==================== bus_timer_slave
bus_timer_slave/layer_met2.png
Scale bar: 50 um.
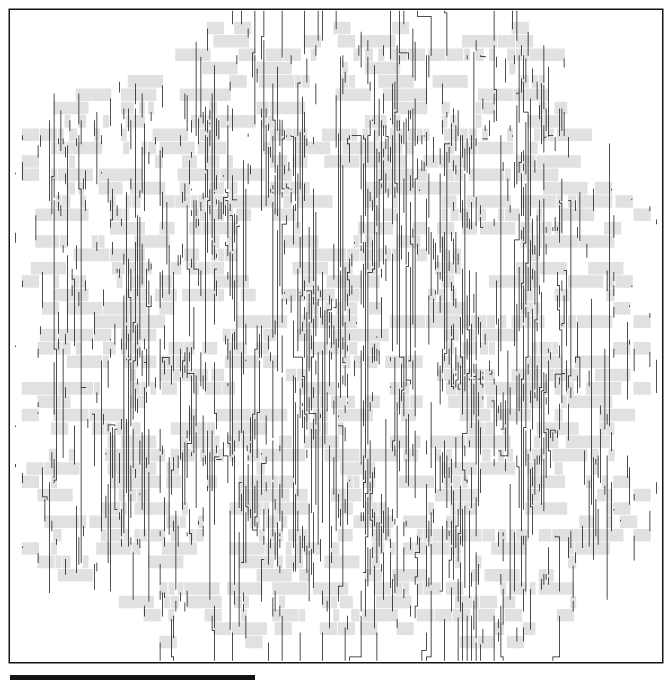

===== src/rtl/bus_timer_slave.sv =====
// bus_timer_slave: bus responder with a one-cycle active-low ready pulse in
// front of a 32-bit programmable interval timer with a sticky interrupt flag.
// Optional feature: define BUS_TIMER_PRESCALER_EN to add the PRESCALE register
// at word address 4 and a 16-bit tick prescaler.
module bus_timer_slave #(
  parameter int unsigned WAIT_CYCLES = 0
) (
  input  logic        clk,
  input  logic        reset,
  input  logic        cs_,
  input  logic        as_,
  input  logic        rw,
  input  logic [2:0]  addr,
  input  logic [31:0] wr_data,
  output logic [31:0] rd_data,
  output logic        rdy_,
  output logic        irq
);

  typedef enum logic [1:0] {
    StIdle,
    StWait,
    StResp
  } state_e;

  localparam logic [3:0] WaitLoad = 4'(WAIT_CYCLES);

  localparam logic [2:0] AddrCtrl  = 3'd0;
  localparam logic [2:0] AddrIntr  = 3'd1;
  localparam logic [2:0] AddrExpr  = 3'd2;
  localparam logic [2:0] AddrCount = 3'd3;
`ifdef BUS_TIMER_PRESCALER_EN
  localparam logic [2:0] AddrPre   = 3'd4;
`endif

  // Bus side state
  state_e      state_q, state_d;
  logic [3:0]  wait_cnt_q, wait_cnt_d;
  logic [2:0]  addr_q, addr_d;
  logic        rw_q, rw_d;
  logic [31:0] wdata_q, wdata_d;
  logic [31:0] rd_data_q, rd_data_d;

  // Timer registers
  logic        start_q, start_d;
  logic        periodic_q, periodic_d;
  logic        flag_q, flag_d;
  logic [31:0] expr_q, expr_d;
  logic [31:0] count_q, count_d;
`ifdef BUS_TIMER_PRESCALER_EN
  logic [15:0] pre_q, pre_d;
  logic [15:0] pcnt_q, pcnt_d;
`endif

  logic [2:0]  rd_addr;
  logic [31:0] reg_rdata;
  logic        bus_we;
  logic        tick;
  logic        expire;

  // With no wait states the read snapshot is taken from the live address.
  assign rd_addr = (state_q == StIdle) ? addr : addr_q;

  // Register read mux; unused bits and unmapped addresses read 0
  always_comb begin
    reg_rdata = '0;
    case (rd_addr)
      AddrCtrl:  reg_rdata = {30'b0, periodic_q, start_q};
      AddrIntr:  reg_rdata = {31'b0, flag_q};
      AddrExpr:  reg_rdata = expr_q;
      AddrCount: reg_rdata = count_q;
`ifdef BUS_TIMER_PRESCALER_EN
      AddrPre:   reg_rdata = {16'b0, pre_q};
`endif
      default:   reg_rdata = '0;
    endcase
  end

  // Bus FSM: request capture, wait states, one-cycle response
  always_comb begin
    state_d    = state_q;
    wait_cnt_d = wait_cnt_q;
    addr_d     = addr_q;
    rw_d       = rw_q;
    wdata_d    = wdata_q;
    rd_data_d  = '0;
    bus_we     = 1'b0;
    unique case (state_q)
      StIdle: begin
        if (!cs_ && !as_) begin
          addr_d  = addr;
          rw_d    = rw;
          wdata_d = wr_data;
          if (WAIT_CYCLES != 0) begin
            state_d    = StWait;
            wait_cnt_d = WaitLoad;
          end else begin
            state_d = StResp;
            if (rw) rd_data_d = reg_rdata;
          end
        end
      end
      StWait: begin
        if (wait_cnt_q == 4'd1) begin
          state_d = StResp;
          if (rw_q) rd_data_d = reg_rdata;
        end else begin
          wait_cnt_d = wait_cnt_q - 4'd1;
        end
      end
      StResp: begin
        state_d = StIdle;
        bus_we  = !rw_q;
      end
      default: state_d = StIdle;
    endcase
  end

  // Timer tick, expiry and register next-state with bus-write priorities
  always_comb begin
`ifdef BUS_TIMER_PRESCALER_EN
    tick   = start_q && (pcnt_q == pre_q);
    pcnt_d = (!start_q || (pcnt_q == pre_q)) ? 16'd0 : pcnt_q + 16'd1;
    pre_d  = (bus_we && addr_q == AddrPre) ? wdata_q[15:0] : pre_q;
`else
    tick   = start_q;
`endif
    expire     = tick && (count_q == expr_q);
    start_d    = start_q;
    periodic_d = periodic_q;
    flag_d     = flag_q;
    expr_d     = expr_q;
    count_d    = count_q;

    if (tick) count_d = expire ? 32'd0 : count_q + 32'd1;
    if (expire && !periodic_q) start_d = 1'b0;

    if (bus_we) begin
      case (addr_q)
        AddrCtrl: begin
          periodic_d = wdata_q[1];
          // A one-shot expiry in the same cycle keeps start cleared.
          start_d    = wdata_q[0] && !(expire && !periodic_q);
        end
        AddrIntr:  flag_d  = wdata_q[0];
        AddrExpr:  expr_d  = wdata_q;
        AddrCount: count_d = wdata_q;
        default: ;
      endcase
    end

    // Expiry always wins over a software clear.
    if (expire) flag_d = 1'b1;
  end

  // State registers with synchronous reset
  always_ff @(posedge clk) begin
    if (reset) begin
      state_q    <= StIdle;
      wait_cnt_q <= '0;
      addr_q     <= '0;
      rw_q       <= 1'b0;
      wdata_q    <= '0;
      rd_data_q  <= '0;
      start_q    <= 1'b0;
      periodic_q <= 1'b0;
      flag_q     <= 1'b0;
      expr_q     <= 32'hFFFF_FFFF;
      count_q    <= '0;
`ifdef BUS_TIMER_PRESCALER_EN
      pre_q      <= '0;
      pcnt_q     <= '0;
`endif
    end else begin
      state_q    <= state_d;
      wait_cnt_q <= wait_cnt_d;
      addr_q     <= addr_d;
      rw_q       <= rw_d;
      wdata_q    <= wdata_d;
      rd_data_q  <= rd_data_d;
      start_q    <= start_d;
      periodic_q <= periodic_d;
      flag_q     <= flag_d;
      expr_q     <= expr_d;
      count_q    <= count_d;
`ifdef BUS_TIMER_PRESCALER_EN
      pre_q      <= pre_d;
      pcnt_q     <= pcnt_d;
`endif
    end
  end

  assign rdy_    = (state_q != StResp);
  assign rd_data = rd_data_q;
  assign irq     = flag_q;

endmodule


===== config.mk =====
export PLATFORM = sky130hd
export DESIGN_NAME = bus_timer_slave
export DESIGN_NICKNAME = d
export VERILOG_FILES = /design/src/rtl/bus_timer_slave.sv
export SDC_FILE = /design/constraint.sdc
export NUM_CORES = 1
export LEC_CHECK = 0
export CORE_MARGIN = 2
export CORE_UTILIZATION = 35
export CTS_CLUSTER_DIAMETER = 150
export DETAILED_ROUTE_END_ITERATION = 7
export GPL_ROUTABILITY_DRIVEN = 0
export HOLD_SLACK_MARGIN = 0.08
export PLACE_DENSITY_LB_ADDON = 0.05
export SLEW_MARGIN = 10
export SYNTH_ARGS = -nofsm -noshare
export SYNTH_HDL_FRONTEND = slang
export SYNTH_SLANG_ARGS = --single-unit

===== constraint.sdc =====
create_clock -name clk -period 2.7 [get_ports clk]
set_input_delay 0.54 -clock clk [delete_from_list [all_inputs] [get_ports clk]]
set_output_delay 0.54 -clock clk [all_outputs]
set_load 0.05 [all_outputs]

==================== instruction_fetch_flat
## src/rtl/instruction_fetch_if.sv

```systemverilog
// Instruction-memory request/acknowledge bus between the fetch stage and memory.
//   IMEM_REQ   : fetch request (fetch -> memory)
//   IMEM_ADDR  : word address of the request (fetch -> memory)
//   IMEM_ACK   : data returned this cycle, meaningful only while IMEM_REQ=1 (memory -> fetch)
//   IMEM_RDATA : returned instruction word (memory -> fetch)
interface instruction_fetch_if #(
    parameter int unsigned ADDR_WIDTH  = 8,
    parameter int unsigned INSTR_WIDTH = 16
);
    logic                   IMEM_REQ;
    logic [ADDR_WIDTH-1:0]  IMEM_ADDR;
    logic                   IMEM_ACK;
    logic [INSTR_WIDTH-1:0] IMEM_RDATA;

    modport master (
        output IMEM_REQ,
        output IMEM_ADDR,
        input  IMEM_ACK,
        input  IMEM_RDATA
    );

    modport slave (
        input  IMEM_REQ,
        input  IMEM_ADDR,
        output IMEM_ACK,
        output IMEM_RDATA
    );
endinterface

```

## src/rtl/instruction_fetch.sv

```systemverilog
// Fetch stage: holds the PC, fetches words over the imem req/ack bus, latches them
// into the instruction register and picks the next PC from BRANCH/ZERO/HALT.
//   CLK, RST_N  : clock, synchronous active-low reset
//   imem        : instruction-memory bus (master side)
//   STALL       : downstream hold, freezes the ISSUE state
//   BRANCH/ZERO : taken-branch condition for the issued instruction
//   HALT        : stop the core (priority over BRANCH)
//   INSTR       : instruction register; OPCODE is its top 4 bits
//   PC_OUT      : address of the instruction in INSTR
//   INSTR_VALID : INSTR holds a live instruction
//   HALTED      : core stopped until reset
module instruction_fetch #(
    parameter int unsigned ADDR_WIDTH  = 8,
    parameter int unsigned INSTR_WIDTH = 16,
    parameter int unsigned RESET_PC    = 0
) (
    input  logic                   CLK,
    input  logic                   RST_N,
    instruction_fetch_if.master    imem,
    input  logic                   STALL,
    input  logic                   BRANCH,
    input  logic                   ZERO,
    input  logic                   HALT,
    output logic [INSTR_WIDTH-1:0] INSTR,
    output logic [3:0]             OPCODE,
    output logic [ADDR_WIDTH-1:0]  PC_OUT,
    output logic                   INSTR_VALID,
    output logic                   HALTED
);
    localparam int unsigned OPC_W = 4;

    typedef enum logic [1:0] {
        S_FETCH  = 2'd0,
        S_ISSUE  = 2'd1,
        S_HALTED = 2'd2
    } state_t;

    state_t                 state, state_nxt;
    logic [ADDR_WIDTH-1:0]  pc, pc_nxt, pc_out_nxt;
    logic [INSTR_WIDTH-1:0] instr_nxt;
    logic                   req, req_nxt;
    logic                   valid_nxt, halted_nxt;

    logic signed [7:0]      ofs;
    logic [ADDR_WIDTH-1:0]  ofs_ext;
    logic [ADDR_WIDTH-1:0]  pc_inc;

    // Branch offset sign-extended (or truncated) to the PC width; all PC math wraps.
    assign ofs     = signed'(INSTR[7:0]);
    assign ofs_ext = ADDR_WIDTH'(ofs);
    assign pc_inc  = pc + ADDR_WIDTH'(1);

    assign imem.IMEM_REQ  = req;
    assign imem.IMEM_ADDR = pc;
    assign OPCODE         = INSTR[INSTR_WIDTH-1 -: OPC_W];

    // Next-state and next-register values.
    always_comb begin
        state_nxt  = state;
        pc_nxt     = pc;
        instr_nxt  = INSTR;
        pc_out_nxt = PC_OUT;
        case (state)
            S_FETCH: begin
                // The first cycle after reset has req=0, so an ACK there is ignored.
                if (req && imem.IMEM_ACK) begin
                    instr_nxt  = imem.IMEM_RDATA;
                    pc_out_nxt = pc;
                    state_nxt  = S_ISSUE;
                end
            end
            S_ISSUE: begin
                if (!STALL) begin
                    if (HALT) begin
                        state_nxt = S_HALTED;
                    end else begin
                        state_nxt = S_FETCH;
                        pc_nxt    = (BRANCH && ZERO) ? pc_inc + ofs_ext : pc_inc;
                    end
                end
            end
            S_HALTED: begin
                state_nxt = S_HALTED;
            end
            default: begin
                state_nxt = S_FETCH;
            end
        endcase
        req_nxt    = (state_nxt == S_FETCH);
        valid_nxt  = (state_nxt == S_ISSUE);
        halted_nxt = (state_nxt == S_HALTED);
    end

    // State and output registers.
    always_ff @(posedge CLK) begin
        if (!RST_N) begin
            state       <= S_FETCH;
            pc          <= ADDR_WIDTH'(RESET_PC);
            PC_OUT      <= ADDR_WIDTH'(RESET_PC);
            INSTR       <= '0;
            req         <= 1'b0;
            INSTR_VALID <= 1'b0;
            HALTED      <= 1'b0;
        end else begin
            state       <= state_nxt;
            pc          <= pc_nxt;
            PC_OUT      <= pc_out_nxt;
            INSTR       <= instr_nxt;
            req         <= req_nxt;
            INSTR_VALID <= valid_nxt;
            HALTED      <= halted_nxt;
        end
    end
endmodule

```

## src/flat_wrapper.sv

```systemverilog
// flat-port wrapper written by rule: the top's interface ports become plain ports
module instruction_fetch_flat 
#(
    parameter int unsigned ADDR_WIDTH  = 8,
    parameter int unsigned INSTR_WIDTH = 16,
    parameter int unsigned RESET_PC    = 0
)
  (CLK, RST_N, STALL, BRANCH, ZERO, HALT, INSTR, OPCODE, PC_OUT, INSTR_VALID, HALTED, imem_IMEM_REQ, imem_IMEM_ADDR, imem_IMEM_ACK, imem_IMEM_RDATA);
  instruction_fetch_if #(.ADDR_WIDTH(ADDR_WIDTH), .INSTR_WIDTH(INSTR_WIDTH)) imem_i ();
  input  logic CLK;
  input  logic RST_N;
  input  logic STALL;
  input  logic BRANCH;
  input  logic ZERO;
  input  logic HALT;
  output logic [INSTR_WIDTH-1:0] INSTR;
  output logic [3:0] OPCODE;
  output logic [ADDR_WIDTH-1:0] PC_OUT;
  output logic INSTR_VALID;
  output logic HALTED;
  output wire logic [$bits(imem_i.IMEM_REQ)-1:0] imem_IMEM_REQ;
  output wire logic [$bits(imem_i.IMEM_ADDR)-1:0] imem_IMEM_ADDR;
  input wire logic [$bits(imem_i.IMEM_ACK)-1:0] imem_IMEM_ACK;
  input wire logic [$bits(imem_i.IMEM_RDATA)-1:0] imem_IMEM_RDATA;
  assign imem_IMEM_REQ = imem_i.IMEM_REQ;
  assign imem_IMEM_ADDR = imem_i.IMEM_ADDR;
  assign imem_i.IMEM_ACK = imem_IMEM_ACK;
  assign imem_i.IMEM_RDATA = imem_IMEM_RDATA;
  instruction_fetch #(.ADDR_WIDTH(ADDR_WIDTH), .INSTR_WIDTH(INSTR_WIDTH), .RESET_PC(RESET_PC)) u_core (.CLK(CLK), .RST_N(RST_N), .imem(imem_i), .STALL(STALL), .BRANCH(BRANCH), .ZERO(ZERO), .HALT(HALT), .INSTR(INSTR), .OPCODE(OPCODE), .PC_OUT(PC_OUT), .INSTR_VALID(INSTR_VALID), .HALTED(HALTED));
endmodule
```

## config.mk

```make
export PLATFORM = sky130hd
export DESIGN_NAME = instruction_fetch_flat
export DESIGN_NICKNAME = d
export VERILOG_FILES = /design/src/rtl/instruction_fetch_if.sv /design/src/rtl/instruction_fetch.sv /design/src/flat_wrapper.sv
export SDC_FILE = /design/constraint.sdc
export NUM_CORES = 1
export LEC_CHECK = 0
export CAP_MARGIN = 20
export CORE_MARGIN = 1
export CORE_UTILIZATION = 25
export CTS_CLUSTER_SIZE = 25
export DETAILED_ROUTE_END_ITERATION = 7
export PLACE_DENSITY = 0.56
export SLEW_MARGIN = 20
export SYNTH_ARGS = -nofsm -noshare
export SYNTH_HDL_FRONTEND = slang
export SYNTH_SLANG_ARGS = --single-unit
```

## constraint.sdc

```tcl
create_clock -name CLK -period 5.1 [get_ports CLK]
set_clock_uncertainty 0.2 [all_clocks]
set_input_delay 1.275 -clock CLK [delete_from_list [all_inputs] [get_ports CLK]]
set_output_delay 1.275 -clock CLK [all_outputs]
set_load 0.01 [all_outputs]
```

==================== writeback_queue_flat
==> src/rtl/wb_pkg.sv <==
// Shared widths, default depth and entry type for the writeback queue.
package wb_pkg;
  localparam int ADDR_W = 5;
  localparam int DATA_W = 32;
  localparam int DEPTH  = 4;

  typedef struct packed {
    logic [ADDR_W-1:0] rd;
    logic [DATA_W-1:0] data;
  } wb_entry_t;
endpackage

==> src/rtl/wb_if.sv <==
// Bus bundle between execute stage, writeback queue, register file and decode forwarding.
interface wb_if #(
  parameter int ADDR_W = wb_pkg::ADDR_W,
  parameter int DATA_W = wb_pkg::DATA_W
);
  // Handshakes: a result transfers on a rising edge with in_valid && in_ready;
  // a write retires on a rising edge with wr_en && wr_ack. Once wr_en is high,
  // wr_addr/wr_data hold steady until wr_ack is seen.
  logic              in_valid;
  logic [ADDR_W-1:0] in_rd;
  logic [DATA_W-1:0] in_data;
  logic              in_ready;
  logic              wr_en;
  logic [ADDR_W-1:0] wr_addr;
  logic [DATA_W-1:0] wr_data;
  logic              wr_ack;
  logic [ADDR_W-1:0] fwd_rs;
  logic [ADDR_W-1:0] fwd_rt;
  logic              fwd_rs_hit;
  logic              fwd_rt_hit;
  logic [DATA_W-1:0] fwd_rs_data;
  logic [DATA_W-1:0] fwd_rt_data;

  modport master (
    output in_valid, in_rd, in_data, wr_ack, fwd_rs, fwd_rt,
    input  in_ready, wr_en, wr_addr, wr_data,
           fwd_rs_hit, fwd_rt_hit, fwd_rs_data, fwd_rt_data
  );

  modport slave (
    input  in_valid, in_rd, in_data, wr_ack, fwd_rs, fwd_rt,
    output in_ready, wr_en, wr_addr, wr_data,
           fwd_rs_hit, fwd_rt_hit, fwd_rs_data, fwd_rt_data
  );
endinterface

==> src/rtl/wb_match.sv <==
// Youngest-match search over queue entries presented oldest-first (index 0 = oldest).
module wb_match #(
  parameter int N      = wb_pkg::DEPTH,
  parameter int ADDR_W = wb_pkg::ADDR_W,
  parameter int DATA_W = wb_pkg::DATA_W
) (
  input  logic [ADDR_W-1:0]         addr,
  input  logic [N-1:0]              valid,
  input  logic [N-1:0][ADDR_W-1:0]  rd,
  input  logic [N-1:0][DATA_W-1:0]  data,
  output logic                      hit,
  output logic [DATA_W-1:0]         hit_data
);
  // Later indices overwrite earlier ones, so the youngest match wins.
  always_comb begin
    hit      = 1'b0;
    hit_data = '0;
    if (addr != '0) begin
      for (int i = 0; i < N; i++) begin
        if (valid[i] && (rd[i] == addr)) begin
          hit      = 1'b1;
          hit_data = data[i];
        end
      end
    end
  end
endmodule

==> src/rtl/writeback_queue.sv <==
// FIFO of pending register-file writes with optional decode forwarding.
// Define WB_FORWARD_EN to build the forwarding compare path.
module writeback_queue #(
  parameter int DEPTH  = wb_pkg::DEPTH,
  parameter int DATA_W = wb_pkg::DATA_W,
  parameter int ADDR_W = wb_pkg::ADDR_W
) (
  input logic clk,
  input logic rst,
  wb_if.slave bus
);
  localparam int PTR_W = (DEPTH > 1) ? $clog2(DEPTH) : 1;
  localparam int CNT_W = PTR_W + 1;
  localparam logic [CNT_W-1:0] FULL_CNT = CNT_W'(DEPTH);

  logic [PTR_W-1:0]  rd_ptr_q, rd_ptr_d;
  logic [PTR_W-1:0]  wr_ptr_q, wr_ptr_d;
  logic [CNT_W-1:0]  count_q, count_d;
  logic [ADDR_W-1:0] rd_mem_q   [DEPTH];
  logic [ADDR_W-1:0] rd_mem_d   [DEPTH];
  logic [DATA_W-1:0] data_mem_q [DEPTH];
  logic [DATA_W-1:0] data_mem_d [DEPTH];
  logic full, empty, push, pop;

  assign full  = (count_q == FULL_CNT);
  assign empty = (count_q == '0);

  // Writes to r0 are accepted but dropped so they never occupy a slot.
  assign push = bus.in_valid && !full && (bus.in_rd != '0);
  assign pop  = !empty && bus.wr_ack;

  assign bus.in_ready = !full;
  assign bus.wr_en    = !empty;
  assign bus.wr_addr  = empty ? '0 : rd_mem_q[rd_ptr_q];
  assign bus.wr_data  = empty ? '0 : data_mem_q[rd_ptr_q];

  always_comb begin
    rd_ptr_d   = rd_ptr_q;
    wr_ptr_d   = wr_ptr_q;
    count_d    = count_q;
    rd_mem_d   = rd_mem_q;
    data_mem_d = data_mem_q;
    if (push) begin
      rd_mem_d[wr_ptr_q]   = bus.in_rd;
      data_mem_d[wr_ptr_q] = bus.in_data;
      wr_ptr_d             = wr_ptr_q + PTR_W'(1);
    end
    if (pop) begin
      rd_ptr_d = rd_ptr_q + PTR_W'(1);
    end
    case ({push, pop})
      2'b10:   count_d = count_q + CNT_W'(1);
      2'b01:   count_d = count_q - CNT_W'(1);
      default: count_d = count_q;
    endcase
  end

  always_ff @(posedge clk or posedge rst) begin
    if (rst) begin
      rd_ptr_q <= '0;
      wr_ptr_q <= '0;
      count_q  <= '0;
    end else begin
      rd_ptr_q <= rd_ptr_d;
      wr_ptr_q <= wr_ptr_d;
      count_q  <= count_d;
    end
  end

  // Storage is qualified by count_q, so it needs no reset.
  always_ff @(posedge clk) begin
    rd_mem_q   <= rd_mem_d;
    data_mem_q <= data_mem_d;
  end

`ifdef WB_FORWARD_EN
  logic [DEPTH-1:0]             age_valid;
  logic [DEPTH-1:0][ADDR_W-1:0] age_rd;
  logic [DEPTH-1:0][DATA_W-1:0] age_data;

  // Rotate storage into age order so the matcher only needs a linear scan.
  always_comb begin
    age_valid = '0;
    age_rd    = '0;
    age_data  = '0;
    for (int i = 0; i < DEPTH; i++) begin
      age_valid[i] = (CNT_W'(i) < count_q);
      age_rd[i]    = rd_mem_q[rd_ptr_q + PTR_W'(i)];
      age_data[i]  = data_mem_q[rd_ptr_q + PTR_W'(i)];
    end
  end

  wb_match #(.N(DEPTH), .ADDR_W(ADDR_W), .DATA_W(DATA_W)) u_match_rs (
    .addr     (bus.fwd_rs),
    .valid    (age_valid),
    .rd       (age_rd),
    .data     (age_data),
    .hit      (bus.fwd_rs_hit),
    .hit_data (bus.fwd_rs_data)
  );

  wb_match #(.N(DEPTH), .ADDR_W(ADDR_W), .DATA_W(DATA_W)) u_match_rt (
    .addr     (bus.fwd_rt),
    .valid    (age_valid),
    .rd       (age_rd),
    .data     (age_data),
    .hit      (bus.fwd_rt_hit),
    .hit_data (bus.fwd_rt_data)
  );
`else
  logic unused_fwd;
  assign unused_fwd      = ^{bus.fwd_rs, bus.fwd_rt};
  assign bus.fwd_rs_hit  = 1'b0;
  assign bus.fwd_rt_hit  = 1'b0;
  assign bus.fwd_rs_data = '0;
  assign bus.fwd_rt_data = '0;
`endif
endmodule
==> src/flat_wrapper.sv <==
// flat-port wrapper written by rule: the top's interface ports become plain ports
module writeback_queue_flat 
#(
  parameter int DEPTH  = wb_pkg::DEPTH,
  parameter int DATA_W = wb_pkg::DATA_W,
  parameter int ADDR_W = wb_pkg::ADDR_W
)
  (clk, rst, bus_in_valid, bus_in_rd, bus_in_data, bus_wr_ack, bus_fwd_rs, bus_fwd_rt, bus_in_ready, bus_wr_en, bus_wr_addr, bus_wr_data, bus_fwd_rs_hit, bus_fwd_rt_hit, bus_fwd_rs_data, bus_fwd_rt_data);
  wb_if #(.ADDR_W(ADDR_W), .DATA_W(DATA_W)) bus_i ();
  input logic clk;
  input logic rst;
  input wire logic [$bits(bus_i.in_valid)-1:0] bus_in_valid;
  input wire logic [$bits(bus_i.in_rd)-1:0] bus_in_rd;
  input wire logic [$bits(bus_i.in_data)-1:0] bus_in_data;
  input wire logic [$bits(bus_i.wr_ack)-1:0] bus_wr_ack;
  input wire logic [$bits(bus_i.fwd_rs)-1:0] bus_fwd_rs;
  input wire logic [$bits(bus_i.fwd_rt)-1:0] bus_fwd_rt;
  output wire logic [$bits(bus_i.in_ready)-1:0] bus_in_ready;
  output wire logic [$bits(bus_i.wr_en)-1:0] bus_wr_en;
  output wire logic [$bits(bus_i.wr_addr)-1:0] bus_wr_addr;
  output wire logic [$bits(bus_i.wr_data)-1:0] bus_wr_data;
  output wire logic [$bits(bus_i.fwd_rs_hit)-1:0] bus_fwd_rs_hit;
  output wire logic [$bits(bus_i.fwd_rt_hit)-1:0] bus_fwd_rt_hit;
  output wire logic [$bits(bus_i.fwd_rs_data)-1:0] bus_fwd_rs_data;
  output wire logic [$bits(bus_i.fwd_rt_data)-1:0] bus_fwd_rt_data;
  assign bus_i.in_valid = bus_in_valid;
  assign bus_i.in_rd = bus_in_rd;
  assign bus_i.in_data = bus_in_data;
  assign bus_i.wr_ack = bus_wr_ack;
  assign bus_i.fwd_rs = bus_fwd_rs;
  assign bus_i.fwd_rt = bus_fwd_rt;
  assign bus_in_ready = bus_i.in_ready;
  assign bus_wr_en = bus_i.wr_en;
  assign bus_wr_addr = bus_i.wr_addr;
  assign bus_wr_data = bus_i.wr_data;
  assign bus_fwd_rs_hit = bus_i.fwd_rs_hit;
  assign bus_fwd_rt_hit = bus_i.fwd_rt_hit;
  assign bus_fwd_rs_data = bus_i.fwd_rs_data;
  assign bus_fwd_rt_data = bus_i.fwd_rt_data;
  writeback_queue #(.DEPTH(DEPTH), .DATA_W(DATA_W), .ADDR_W(ADDR_W)) u_core (.clk(clk), .rst(rst), .bus(bus_i));
endmodule
==> config.mk <==
export PLATFORM = sky130hd
export DESIGN_NAME = writeback_queue_flat
export DESIGN_NICKNAME = d
export VERILOG_FILES = /design/src/rtl/wb_pkg.sv /design/src/rtl/wb_if.sv /design/src/rtl/wb_match.sv /design/src/rtl/writeback_queue.sv /design/src/flat_wrapper.sv
export SDC_FILE = /design/constraint.sdc
export NUM_CORES = 1
export LEC_CHECK = 0
export ABC_AREA = 1
export CORE_AREA = 2 2 148 92
export CTS_CLUSTER_SIZE = 8
export DETAILED_ROUTE_END_ITERATION = 6
export DIE_AREA = 0 0 150 94
export HOLD_SLACK_MARGIN = 0.15
export PLACE_DENSITY = 0.86
export SYNTH_ARGS = -nofsm -noshare
export SYNTH_HDL_FRONTEND = slang
export SYNTH_HIERARCHICAL = 1
export SYNTH_SLANG_ARGS = --single-unit
==> constraint.sdc <==
create_clock -name clk -period 5.8 [get_ports clk]
set_clock_uncertainty 0.2 [all_clocks]
set_input_delay 1.45 -clock clk [delete_from_list [all_inputs] [get_ports clk]]
set_output_delay 1.45 -clock clk [all_outputs]
set_load 0.1 [all_outputs]
==================== packet_builder
--- config.mk ---
export PLATFORM = sky130hd
export DESIGN_NAME = packet_builder
export DESIGN_NICKNAME = d
export VERILOG_FILES = /design/src/rtl/lasernet_pkg.sv /design/src/rtl/pkt_byte_mux.sv /design/src/rtl/packet_builder.sv
export SDC_FILE = /design/constraint.sdc
export NUM_CORES = 1
export LEC_CHECK = 0
export CAP_MARGIN = 30
export CELL_PAD_IN_SITES_DETAIL_PLACEMENT = 2
export CELL_PAD_IN_SITES_GLOBAL_PLACEMENT = 2
export CORE_UTILIZATION = 30
export DETAILED_ROUTE_END_ITERATION = 7
export PLACE_DENSITY = 0.8
export SYNTH_ARGS = -nofsm -noshare
export SYNTH_HDL_FRONTEND = slang
export SYNTH_SLANG_ARGS = --single-unit
export TNS_END_PERCENT = 10
--- constraint.sdc ---
create_clock -name clk -period 4.8 [get_ports clk]
set_input_delay 0.96 -clock clk [delete_from_list [all_inputs] [get_ports clk]]
set_output_delay 0.96 -clock clk [all_outputs]
set_load 0.005 [all_outputs]
--- src/rtl/lasernet_pkg.sv ---
// Shared LaserNet definitions: header length, flag bit positions, and the
// packet_builder state encoding. Also used by the controller and receive parser.
// The CSUM state exists only when PKT_CHECKSUM_EN is defined.
package lasernet_pkg;

    localparam int unsigned HDR_BYTES = 10;
    localparam int unsigned FLAGS_W   = 9;

    localparam int unsigned FLAG_ACK = 4;
    localparam int unsigned FLAG_SYN = 1;
    localparam int unsigned FLAG_FIN = 0;

    // Encodings are fixed so the state values match across build variants.
    typedef enum logic [2:0] {
        PB_IDLE   = 3'd0,
        PB_HDR    = 3'd1,
        PB_PAY_RD = 3'd2,
        PB_PAY    = 3'd3,
`ifdef PKT_CHECKSUM_EN
        PB_CSUM   = 3'd4,
`endif
        PB_DONE   = 3'd5
    } pb_state_t;

    // Only plain data packets carry payload; SYN and FIN packets are header-only.
    function automatic logic has_payload(input logic [FLAGS_W-1:0] flags);
        return !flags[FLAG_SYN] && !flags[FLAG_FIN];
    endfunction

endpackage

--- src/rtl/pkt_byte_mux.sv ---
// Header byte selector: picks one of the 10 header bytes (SEQ, ACK, flags,
// all MSB first) from the fields latched by packet_builder.
module pkt_byte_mux
    import lasernet_pkg::*;
(
    input  logic [31:0]        seq,
    input  logic [31:0]        ack,
    input  logic [FLAGS_W-1:0] flags,
    input  logic [3:0]         sel,
    output logic [7:0]         hdr_byte
);

    // Byte-index to header-field selection.
    always_comb begin
        hdr_byte = '0;
        case (sel)
            4'd0:    hdr_byte = seq[31:24];
            4'd1:    hdr_byte = seq[23:16];
            4'd2:    hdr_byte = seq[15:8];
            4'd3:    hdr_byte = seq[7:0];
            4'd4:    hdr_byte = ack[31:24];
            4'd5:    hdr_byte = ack[23:16];
            4'd6:    hdr_byte = ack[15:8];
            4'd7:    hdr_byte = ack[7:0];
            4'd8:    hdr_byte = {7'b0, flags[8]};
            4'd9:    hdr_byte = flags[7:0];
            default: hdr_byte = '0;
        endcase
    end

endmodule

--- src/rtl/packet_builder.sv ---
// Packet framer: on start, latches SEQ/ACK/flags and streams header, optional
// payload (read from synchronous data RAM) and optional checksum to the
// serializer over valid/ready. Pulses packetsent once the packet is done.
// Optional feature macro: PKT_CHECKSUM_EN (adds a trailing XOR checksum byte).
module packet_builder
    import lasernet_pkg::*;
#(
    parameter int unsigned PAYLOAD_BYTES = 16,
    parameter int unsigned ADDR_W        = 12
) (
    input  logic               clk,
    input  logic               reset,
    input  logic               start,
    input  logic [31:0]        seq_in,
    input  logic [31:0]        ack_in,
    input  logic [FLAGS_W-1:0] flags_in,
    input  logic [31:0]        isn,
    output logic [ADDR_W-1:0]  mem_addr,
    input  logic [7:0]         mem_rdata,
    output logic [7:0]         out_byte,
    output logic               out_valid,
    output logic               out_last,
    input  logic               out_ready,
    output logic               packetsent,
    output logic               busy
);

    localparam logic [3:0] LAST_HDR = 4'(HDR_BYTES - 1);
    localparam logic [7:0] LAST_K   = 8'(PAYLOAD_BYTES - 1);

`ifdef PKT_CHECKSUM_EN
    localparam logic      CSUM_ON   = 1'b1;
    localparam pb_state_t AFTER_PAY = PB_CSUM;
`else
    localparam logic      CSUM_ON   = 1'b0;
    localparam pb_state_t AFTER_PAY = PB_DONE;
`endif

    pb_state_t           state;
    pb_state_t           state_nxt;

    logic [31:0]         seq_q;
    logic [31:0]         ack_q;
    logic [FLAGS_W-1:0]  flags_q;
    logic [ADDR_W-1:0]   base_q;
    logic [3:0]          hdr_cnt;
    logic [7:0]          k_q;
    logic [7:0]          pay_q;
    logic                pay_held;
    logic [7:0]          hdr_byte;
    logic [31:0]         idx_w;
    logic                pay_en;
    logic                hs;
`ifdef PKT_CHECKSUM_EN
    logic [7:0]          csum_q;
`endif

    assign idx_w  = seq_in - isn;
    assign pay_en = has_payload(flags_q);
    assign hs     = out_valid & out_ready;

    pkt_byte_mux u_byte_mux (
        .seq      (seq_q),
        .ack      (ack_q),
        .flags    (flags_q),
        .sel      (hdr_cnt),
        .hdr_byte (hdr_byte)
    );

    // State register.
    always_ff @(posedge clk or posedge reset) begin
        if (reset) begin
            state <= PB_IDLE;
        end else begin
            state <= state_nxt;
        end
    end

    // Next-state and stream outputs; sections advance only on a handshake.
    always_comb begin
        state_nxt  = state;
        out_valid  = 1'b0;
        out_last   = 1'b0;
        out_byte   = '0;
        packetsent = 1'b0;
        busy       = 1'b1;
        case (state)
            PB_IDLE: begin
                busy = 1'b0;
                if (start) begin
                    state_nxt = PB_HDR;
                end
            end
            PB_HDR: begin
                out_valid = 1'b1;
                out_byte  = hdr_byte;
                out_last  = (hdr_cnt == LAST_HDR) && !pay_en && !CSUM_ON;
                if (out_ready && (hdr_cnt == LAST_HDR)) begin
                    state_nxt = pay_en ? PB_PAY_RD : AFTER_PAY;
                end
            end
            PB_PAY_RD: begin
                state_nxt = PB_PAY;
            end
            PB_PAY: begin
                // The RAM word is forwarded on the first PAY cycle and held in
                // pay_q afterwards, so a stall cannot disturb the byte.
                out_valid = 1'b1;
                out_byte  = pay_held ? pay_q : mem_rdata;
                out_last  = (k_q == LAST_K) && !CSUM_ON;
                if (out_ready) begin
                    state_nxt = (k_q == LAST_K) ? AFTER_PAY : PB_PAY_RD;
                end
            end
`ifdef PKT_CHECKSUM_EN
            PB_CSUM: begin
                out_valid = 1'b1;
                out_byte  = csum_q;
                out_last  = 1'b1;
                if (out_ready) begin
                    state_nxt = PB_DONE;
                end
            end
`endif
            PB_DONE: begin
                busy       = 1'b0;
                packetsent = 1'b1;
                state_nxt  = PB_IDLE;
            end
            default: begin
                busy      = 1'b0;
                state_nxt = PB_IDLE;
            end
        endcase
    end

    // Field capture, byte/payload counters, RAM addressing and checksum.
    always_ff @(posedge clk or posedge reset) begin
        if (reset) begin
            seq_q    <= '0;
            ack_q    <= '0;
            flags_q  <= '0;
            base_q   <= '0;
            hdr_cnt  <= '0;
            k_q      <= '0;
            pay_q    <= '0;
            pay_held <= 1'b0;
            mem_addr <= '0;
`ifdef PKT_CHECKSUM_EN
            csum_q   <= '0;
`endif
        end else begin
            case (state)
                PB_IDLE: begin
                    if (start) begin
                        seq_q    <= seq_in;
                        ack_q    <= ack_in;
                        flags_q  <= flags_in;
                        base_q   <= ADDR_W'(idx_w * 32'(PAYLOAD_BYTES));
                        hdr_cnt  <= '0;
                        k_q      <= '0;
                        pay_held <= 1'b0;
                    end
                end
                PB_HDR: begin
                    if (hs) begin
                        hdr_cnt <= hdr_cnt + 4'd1;
                        if ((hdr_cnt == LAST_HDR) && pay_en) begin
                            mem_addr <= base_q;
                            k_q      <= '0;
                        end
                    end
                end
                PB_PAY: begin
                    if (hs) begin
                        pay_held <= 1'b0;
                        if (k_q != LAST_K) begin
                            k_q      <= k_q + 8'd1;
                            mem_addr <= base_q + ADDR_W'(k_q) + ADDR_W'(1);
                        end
                    end else if (!pay_held) begin
                        pay_q    <= mem_rdata;
                        pay_held <= 1'b1;
                    end
                end
                default: begin
                end
            endcase
`ifdef PKT_CHECKSUM_EN
            if ((state == PB_IDLE) && start) begin
                csum_q <= '0;
            end else if (hs) begin
                csum_q <= csum_q ^ out_byte;
            end
`endif
        end
    end

endmodule
packet_builder/congestion.png
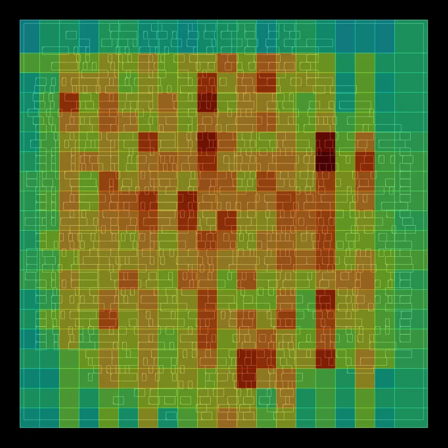
M3 GR Usage: 4.19%
Routed WL per cell: 18.7 um
gr busiest metal: met2

==> results.toml, packet_builder <==
# yosys + openroad results
[sta]
hold_viol_final = 0
fmax_mhz = 225
skew_ps = 9.94

[die]
rows = 51
die_x_um = 143
core_sq_um = 19400

[finish]
reg_top3 = "ack_q: 32 flops, seq_q: 32 flops, mem_addr: 12 flops"
drive_gt1_share_pct = 6.82
layout.nonclk_buf_share_pct = 15.6
sh_seq_area_pct = 36.7
sh_comb_area_pct = 35.1
most-common-layout-cells = "237 x nand2_1, 117 x dfrtp_1, 116 x clkdlybuf4s50_1"
diodes = 0

[critical_path]
worstRegToRegCells = 6
worstSetupStartpointType = "register"

[clocking]
tritoncts = "yes"
clock_latency_ps = 420

[global_route]
grt_pass1_wl_um = 31500

[yosys]
fa_ha_area_share_pct = 3.92
ys_async_sr_fraction_pct = 100
ys_ff = 117
yosysWarningCount = 0

[run_status]
outcome = "complete, no violations"

[drt]
drt-total-wl_um = 19800
packet_builder: path summary, 6_finish.rpt:
check | from | endpoint | slack [ps]
max | hdr_cnt[0] | out_byte[5] | 350
min reg2reg | mem_addr[3] | mem_addr[3] | 470
min in group asynchronous | reset | seq_q[3] | 920
min | mem_addr[3] | mem_addr[3] | 470
max reg2reg | state[1] | k_q[3] | 1940
max in group asynchronous | reset | ack_q[7] | 3270
writeback_queue_flat/layer_met1.png
Scale bar: 50 um. Supply wires on this layer in grey.
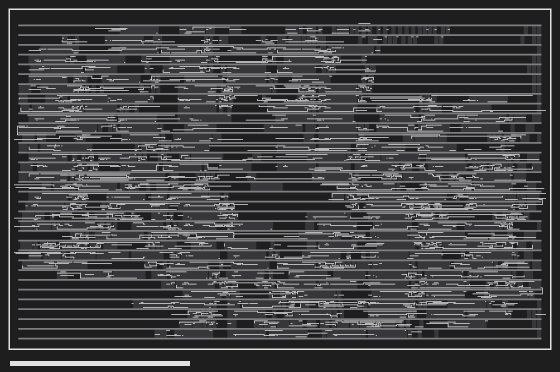
share of all routed wire: 44%
wire length on this layer: 5740 um
nets with wire on the layer: 603
main direction: horizontal
longest straight run: 59.3 um
WL final: 12900 um
via count: 4199

==> results.toml, writeback_queue_flat <==
# yosys + openroad results
[critical_path]
r2r-start = "u_core/count_q[0]"

[worst_hold_path]
min_from = "u_core/count_q[0]"
min_to = "u_core/count_q[0]"

[sta]
setup_viol = 0
hold_viol_final = 0
fmax_mhz = 228
finalCriticalPeriod_ps = 4390

[run_status]
outcome = "complete, no violations"

[finish]
regMostFlops = "u_core/data_mem_q"

[yosys]
logic_family = "simple AND/OR/NAND/NOR gates"
ys_area_sq_um = 6760
top_cells_by_area = "edfxtp_1 66%, nand2_1 8.9%, buf_4 8.0%"

[global_route]
grt-busiest-layer = "met2"
grt_overflow_total = 0
grt_usage_pct = 18.9

[placed_design]
place_area_sq_um = 7350
gp_congestion = 0.743

[clocking]
clk_path_buf_depth = 2
writeback_queue_flat: cell type report:
class / count / area, sq um / area share (%)
tap: 170 / 213 / 2.67
sequential: 155 / 4620 / 58.1
clock buffer: 17 / 425 / 5.35
multi-input combinational: 398 / 1710 / 21.4
clock inverter: 15 / 178 / 2.23
inverter: 17 / 63.8 / 0.802
timing repair buffer: 86 / 751 / 9.43
writeback_queue_flat: critical path, stage by stage (launching register included):
cell     delay [ps]
dfrtp_2         400
inv_2           620
buf_4           420
nand2_1         100
nand2_1          80
nand2_1          60
a21oi_1         290
buf_4           350
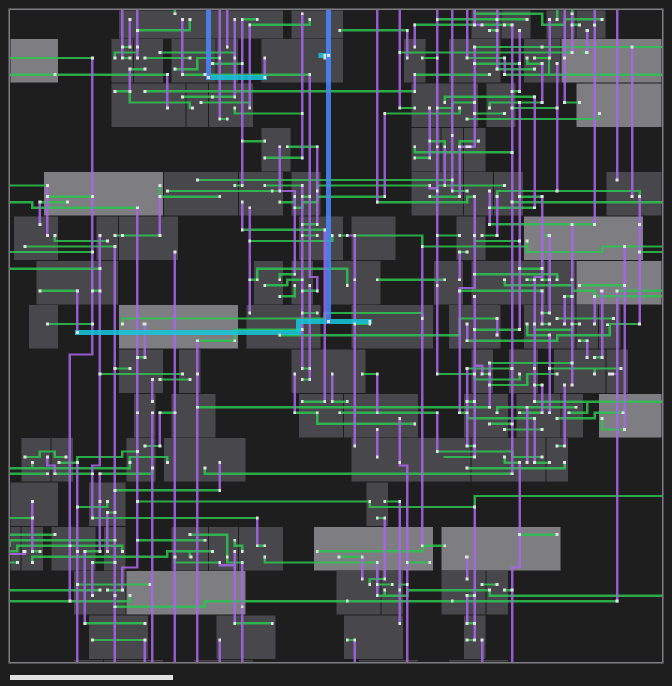
instruction_fetch_flat/detail.png
Scale bar: 10 um. Window x 26 to 66, y 8 to 48 um. Cells in grey, sequential cells in the stronger grey; small squares are vias.
[purple] metal 2
[blue] metal 4
[green] metal 1
[cyan] metal 3
sequential cells in the window: 10
netlist names of flops here include: u_core.imem.IMEM_ADDR (5), u_core.INSTR (4)
cells with their middle in the window: 98
most frequent: dfxtp_1 (10), nand2_1 (9), nor2_1 (8)

instruction_fetch_flat/layer_met1.png
Scale bar: 20 um. Supply wires on this layer in grey.
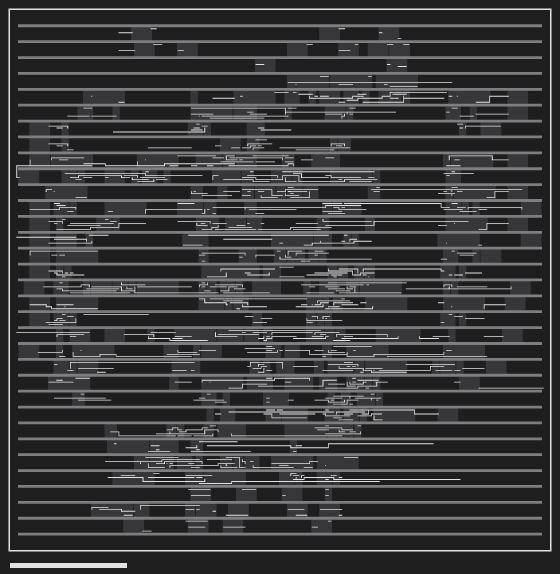
longest straight run: 28.1 um
main direction: horizontal
share of all routed wire: 48%
via count: 1785
WL final: 4950 um

==> results.toml, instruction_fetch_flat <==
# yosys + openroad results
[finish]
nNonClkBuffers = 63
ff_count = 37
diodes = 0
sh_comb_area_pct = 42.1
num-fill-cells = 820
clk_share_pct = 3.12
most-common-layout-cells = "60 x clkdlybuf4s50_1, 52 x nand2_1, 37 x dfxtp_1"

[die]
die_area_sq_um = 8550
ios = 62
die_x_um = 92.5

[yosys]
logic_family = "simple AND/OR/NAND/NOR gates"
synth_seq_share_pct = 36.2
aoi_share_pct = 22.2
yosysWarningCount = 0
ys.flop_type = "dfxtp_1"
synth_stat.cells = 242
synthXorXnorAreaFrac_pct = 3.43
ys_types = 48
netlist_top_cells_count = "52 x nand2_1, 37 x dfxtp_1, 24 x a21boi_0"
synth_nets = 275

[global_route]
use_met2_pct = 20.0
antenna_found_initial = 0
first_global_vias = 1689
grt_overflow_total = 0
grtUsageMet1_pct = 15.4
grt-busiest-layer = "met2"

[clocking]
post_cts_resized = 0
cts_htree_levels = 2
cts_sinks = 37
clk_path_buf_depth = 2
clk_pin_slew_ps = 80
cts_hold_buf = 0

[sta]
slew_headroom_pct = 34.5
setup_viol = 0
hold_viol_final = 0
fmax_mhz = 339
setup_tns_ps = 0
finalCriticalPeriod_ps = 2950
grt_setup_unrepaired = "no"
final-max-slew-violation-count = 0

[critical_path]
r2r-start = "u_core.imem.IMEM_ADDR[2]"
path_cells = "clkdlybuf4s50_1"
worstSetupPathType = "register to output pin"
worstPathMaxFanout = 9
r2r_slack_ps = 2230
worstRegToRegCells = 11
crit_end = "imem_IMEM_ADDR[2]"

[drt]
drc_errors = 0
wl_met1_um = 2360
avgViaCountPerCell = 4.51
dr_wl_met3_um = 274

[placed_design]
numPortBuffers = 61

[worst_hold_path]
min_from = "u_core.PC_OUT[1]"
worstHoldPathCells = 2
min_to = "u_core.PC_OUT[1]"

[job]
drv_cap = 0

[run_status]
outcome = "complete, no violations"
## instruction_fetch_flat: registers in the layout (all words and copies together), names as in the netlist
register               count
u_core.INSTR              16
u_core.imem.IMEM_REQ       1
u_core.HALTED              1
u_core.imem.IMEM_ADDR      8
u_core.state               2
u_core.INSTR_VALID         1
u_core.PC_OUT              8
bus_timer_slave/sizes.png
Scale bar: 50 um.
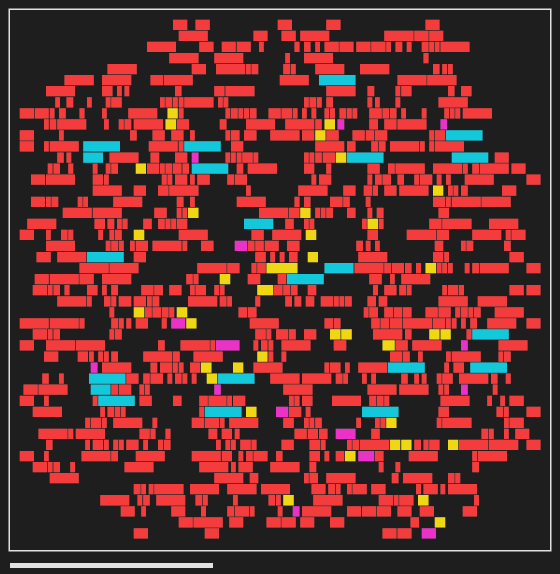
[red] _0 and _1 cells | cells: 747 | most used: nand2_1
[yellow] _3 and _4 cells | cells: 38 | most used: buf_4
[magenta] _2 cells | cells: 15 | most used: clkinv_2
[cyan] _6 and larger | cells: 21 | most used: clkbuf_16

Notes on bus_timer_slave/layer_met2.png above:
nets with wire on the layer: 667
share of all routed wire: 48%

==> results.toml, bus_timer_slave <==
# yosys + openroad results
[critical_path]
crit_buf_inv = 2
worstPathMaxFanout = 17
worstSetupStartpointType = "register"
path_cells = "xor2_1 > nor4_1 > buf_4 > nand4_1 > o31ai_4 > buf_12 > o21ai_0"

[run_status]
outcome = "complete, no violations"

[yosys]
largest_area_cell = "dfxtp_1"
netlist_top_cells_count = "239 x nand2_1, 136 x dfxtp_1, 69 x a21oi_1"
logic_family = "simple AND/OR/NAND/NOR gates"
ys_ff = 136
ys_sh_simple_pct = 28.4
ys_types = 45
synth_seq_share_pct = 46.8
yosysWarningCount = 0
fa_ha_area_share_pct = 0.215
synthXorXnorAreaFrac_pct = 9.47
synth_area_sq_um = 5810

[drt]
avgViaCountPerCell = 5.00
met2RoutedLength_um = 8180
first_pass_iters = 7
wl_per_cell_um = 16.4

[die]
die_y_um = 133
taps = 220

[global_route]
use_met3_pct = 4.44
first_global_vias = 5109
antenna_found_initial = 0
grt_max_degree = 39
grt_usage_pct = 20.0

[clocking]
cts_sinks = 136
clock_latency_ps = 420

[job]
tool_warnings = 26

[sta]
final-max-slew-violation-count = 0
skew_ps = 7.25
worst_pin_slew_ps = 745
fmax_mhz = 417

[finish]
sh_comb_area_pct = 38.8
num-fill-cells = 1600

[placed_design]
numPortBuffers = 73
pre_cts_slack_ps = 44.6
place_area_sq_um = 6920
## bus_timer_slave: final timing paths
path                            startpoint           to  slack (ps)  cells past startpoint
worst max-delay path            expr_q[25]  count_q[18]         300                      7
worst min-delay path                  rw_q         rw_q         450                      2
worst max register to register  expr_q[25]  count_q[18]         300                      7
worst min register to register        rw_q         rw_q         450                      2


## Gallery

Routing congestion map.
(a)
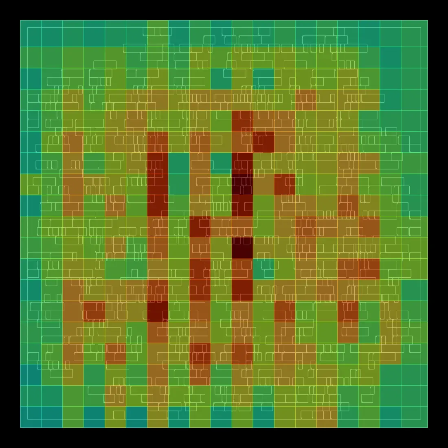
(b)
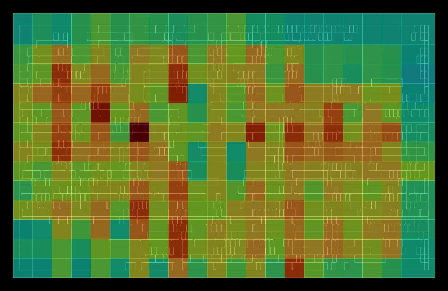
(c)
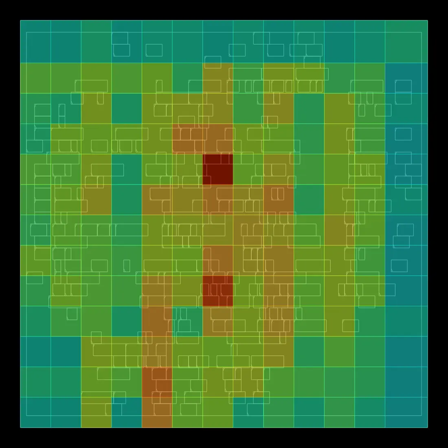
(a) is bus_timer_slave.
(b) is writeback_queue_flat.
(c) is instruction_fetch_flat.
Of these, lowest track usage: (c)


==> layout pictures side by side <==
Cell sizes after repair.
panel A
Scale bar: 20 um.
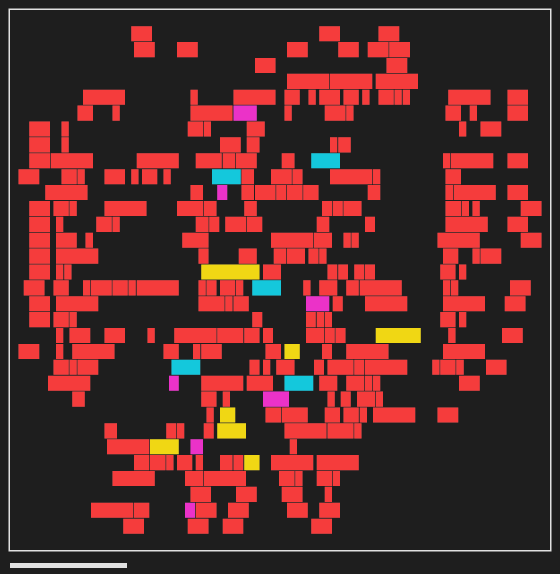
panel B
Scale bar: 50 um.
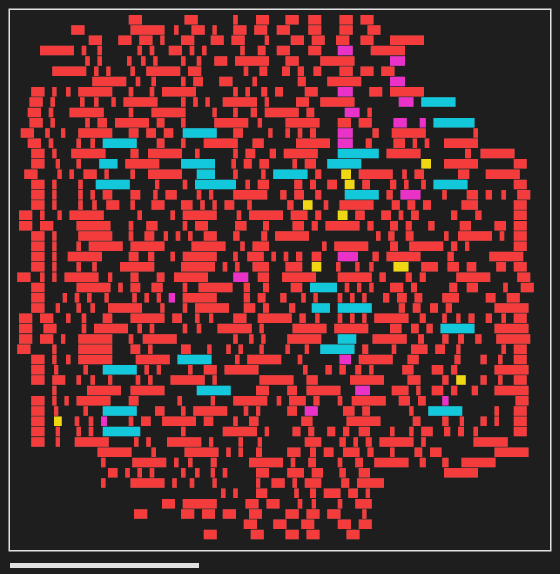
panel C
Scale bar: 50 um.
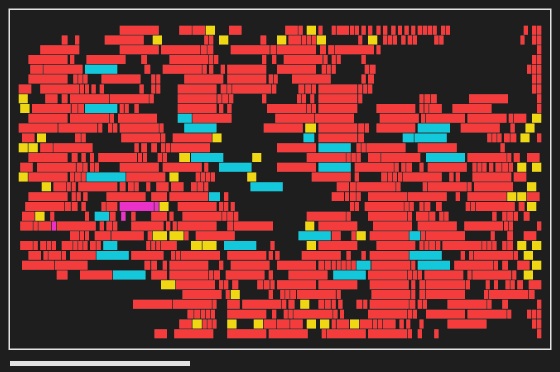
For packet_builder, see panel B.
For writeback_queue_flat, see panel C.
For instruction_fetch_flat, see panel A.

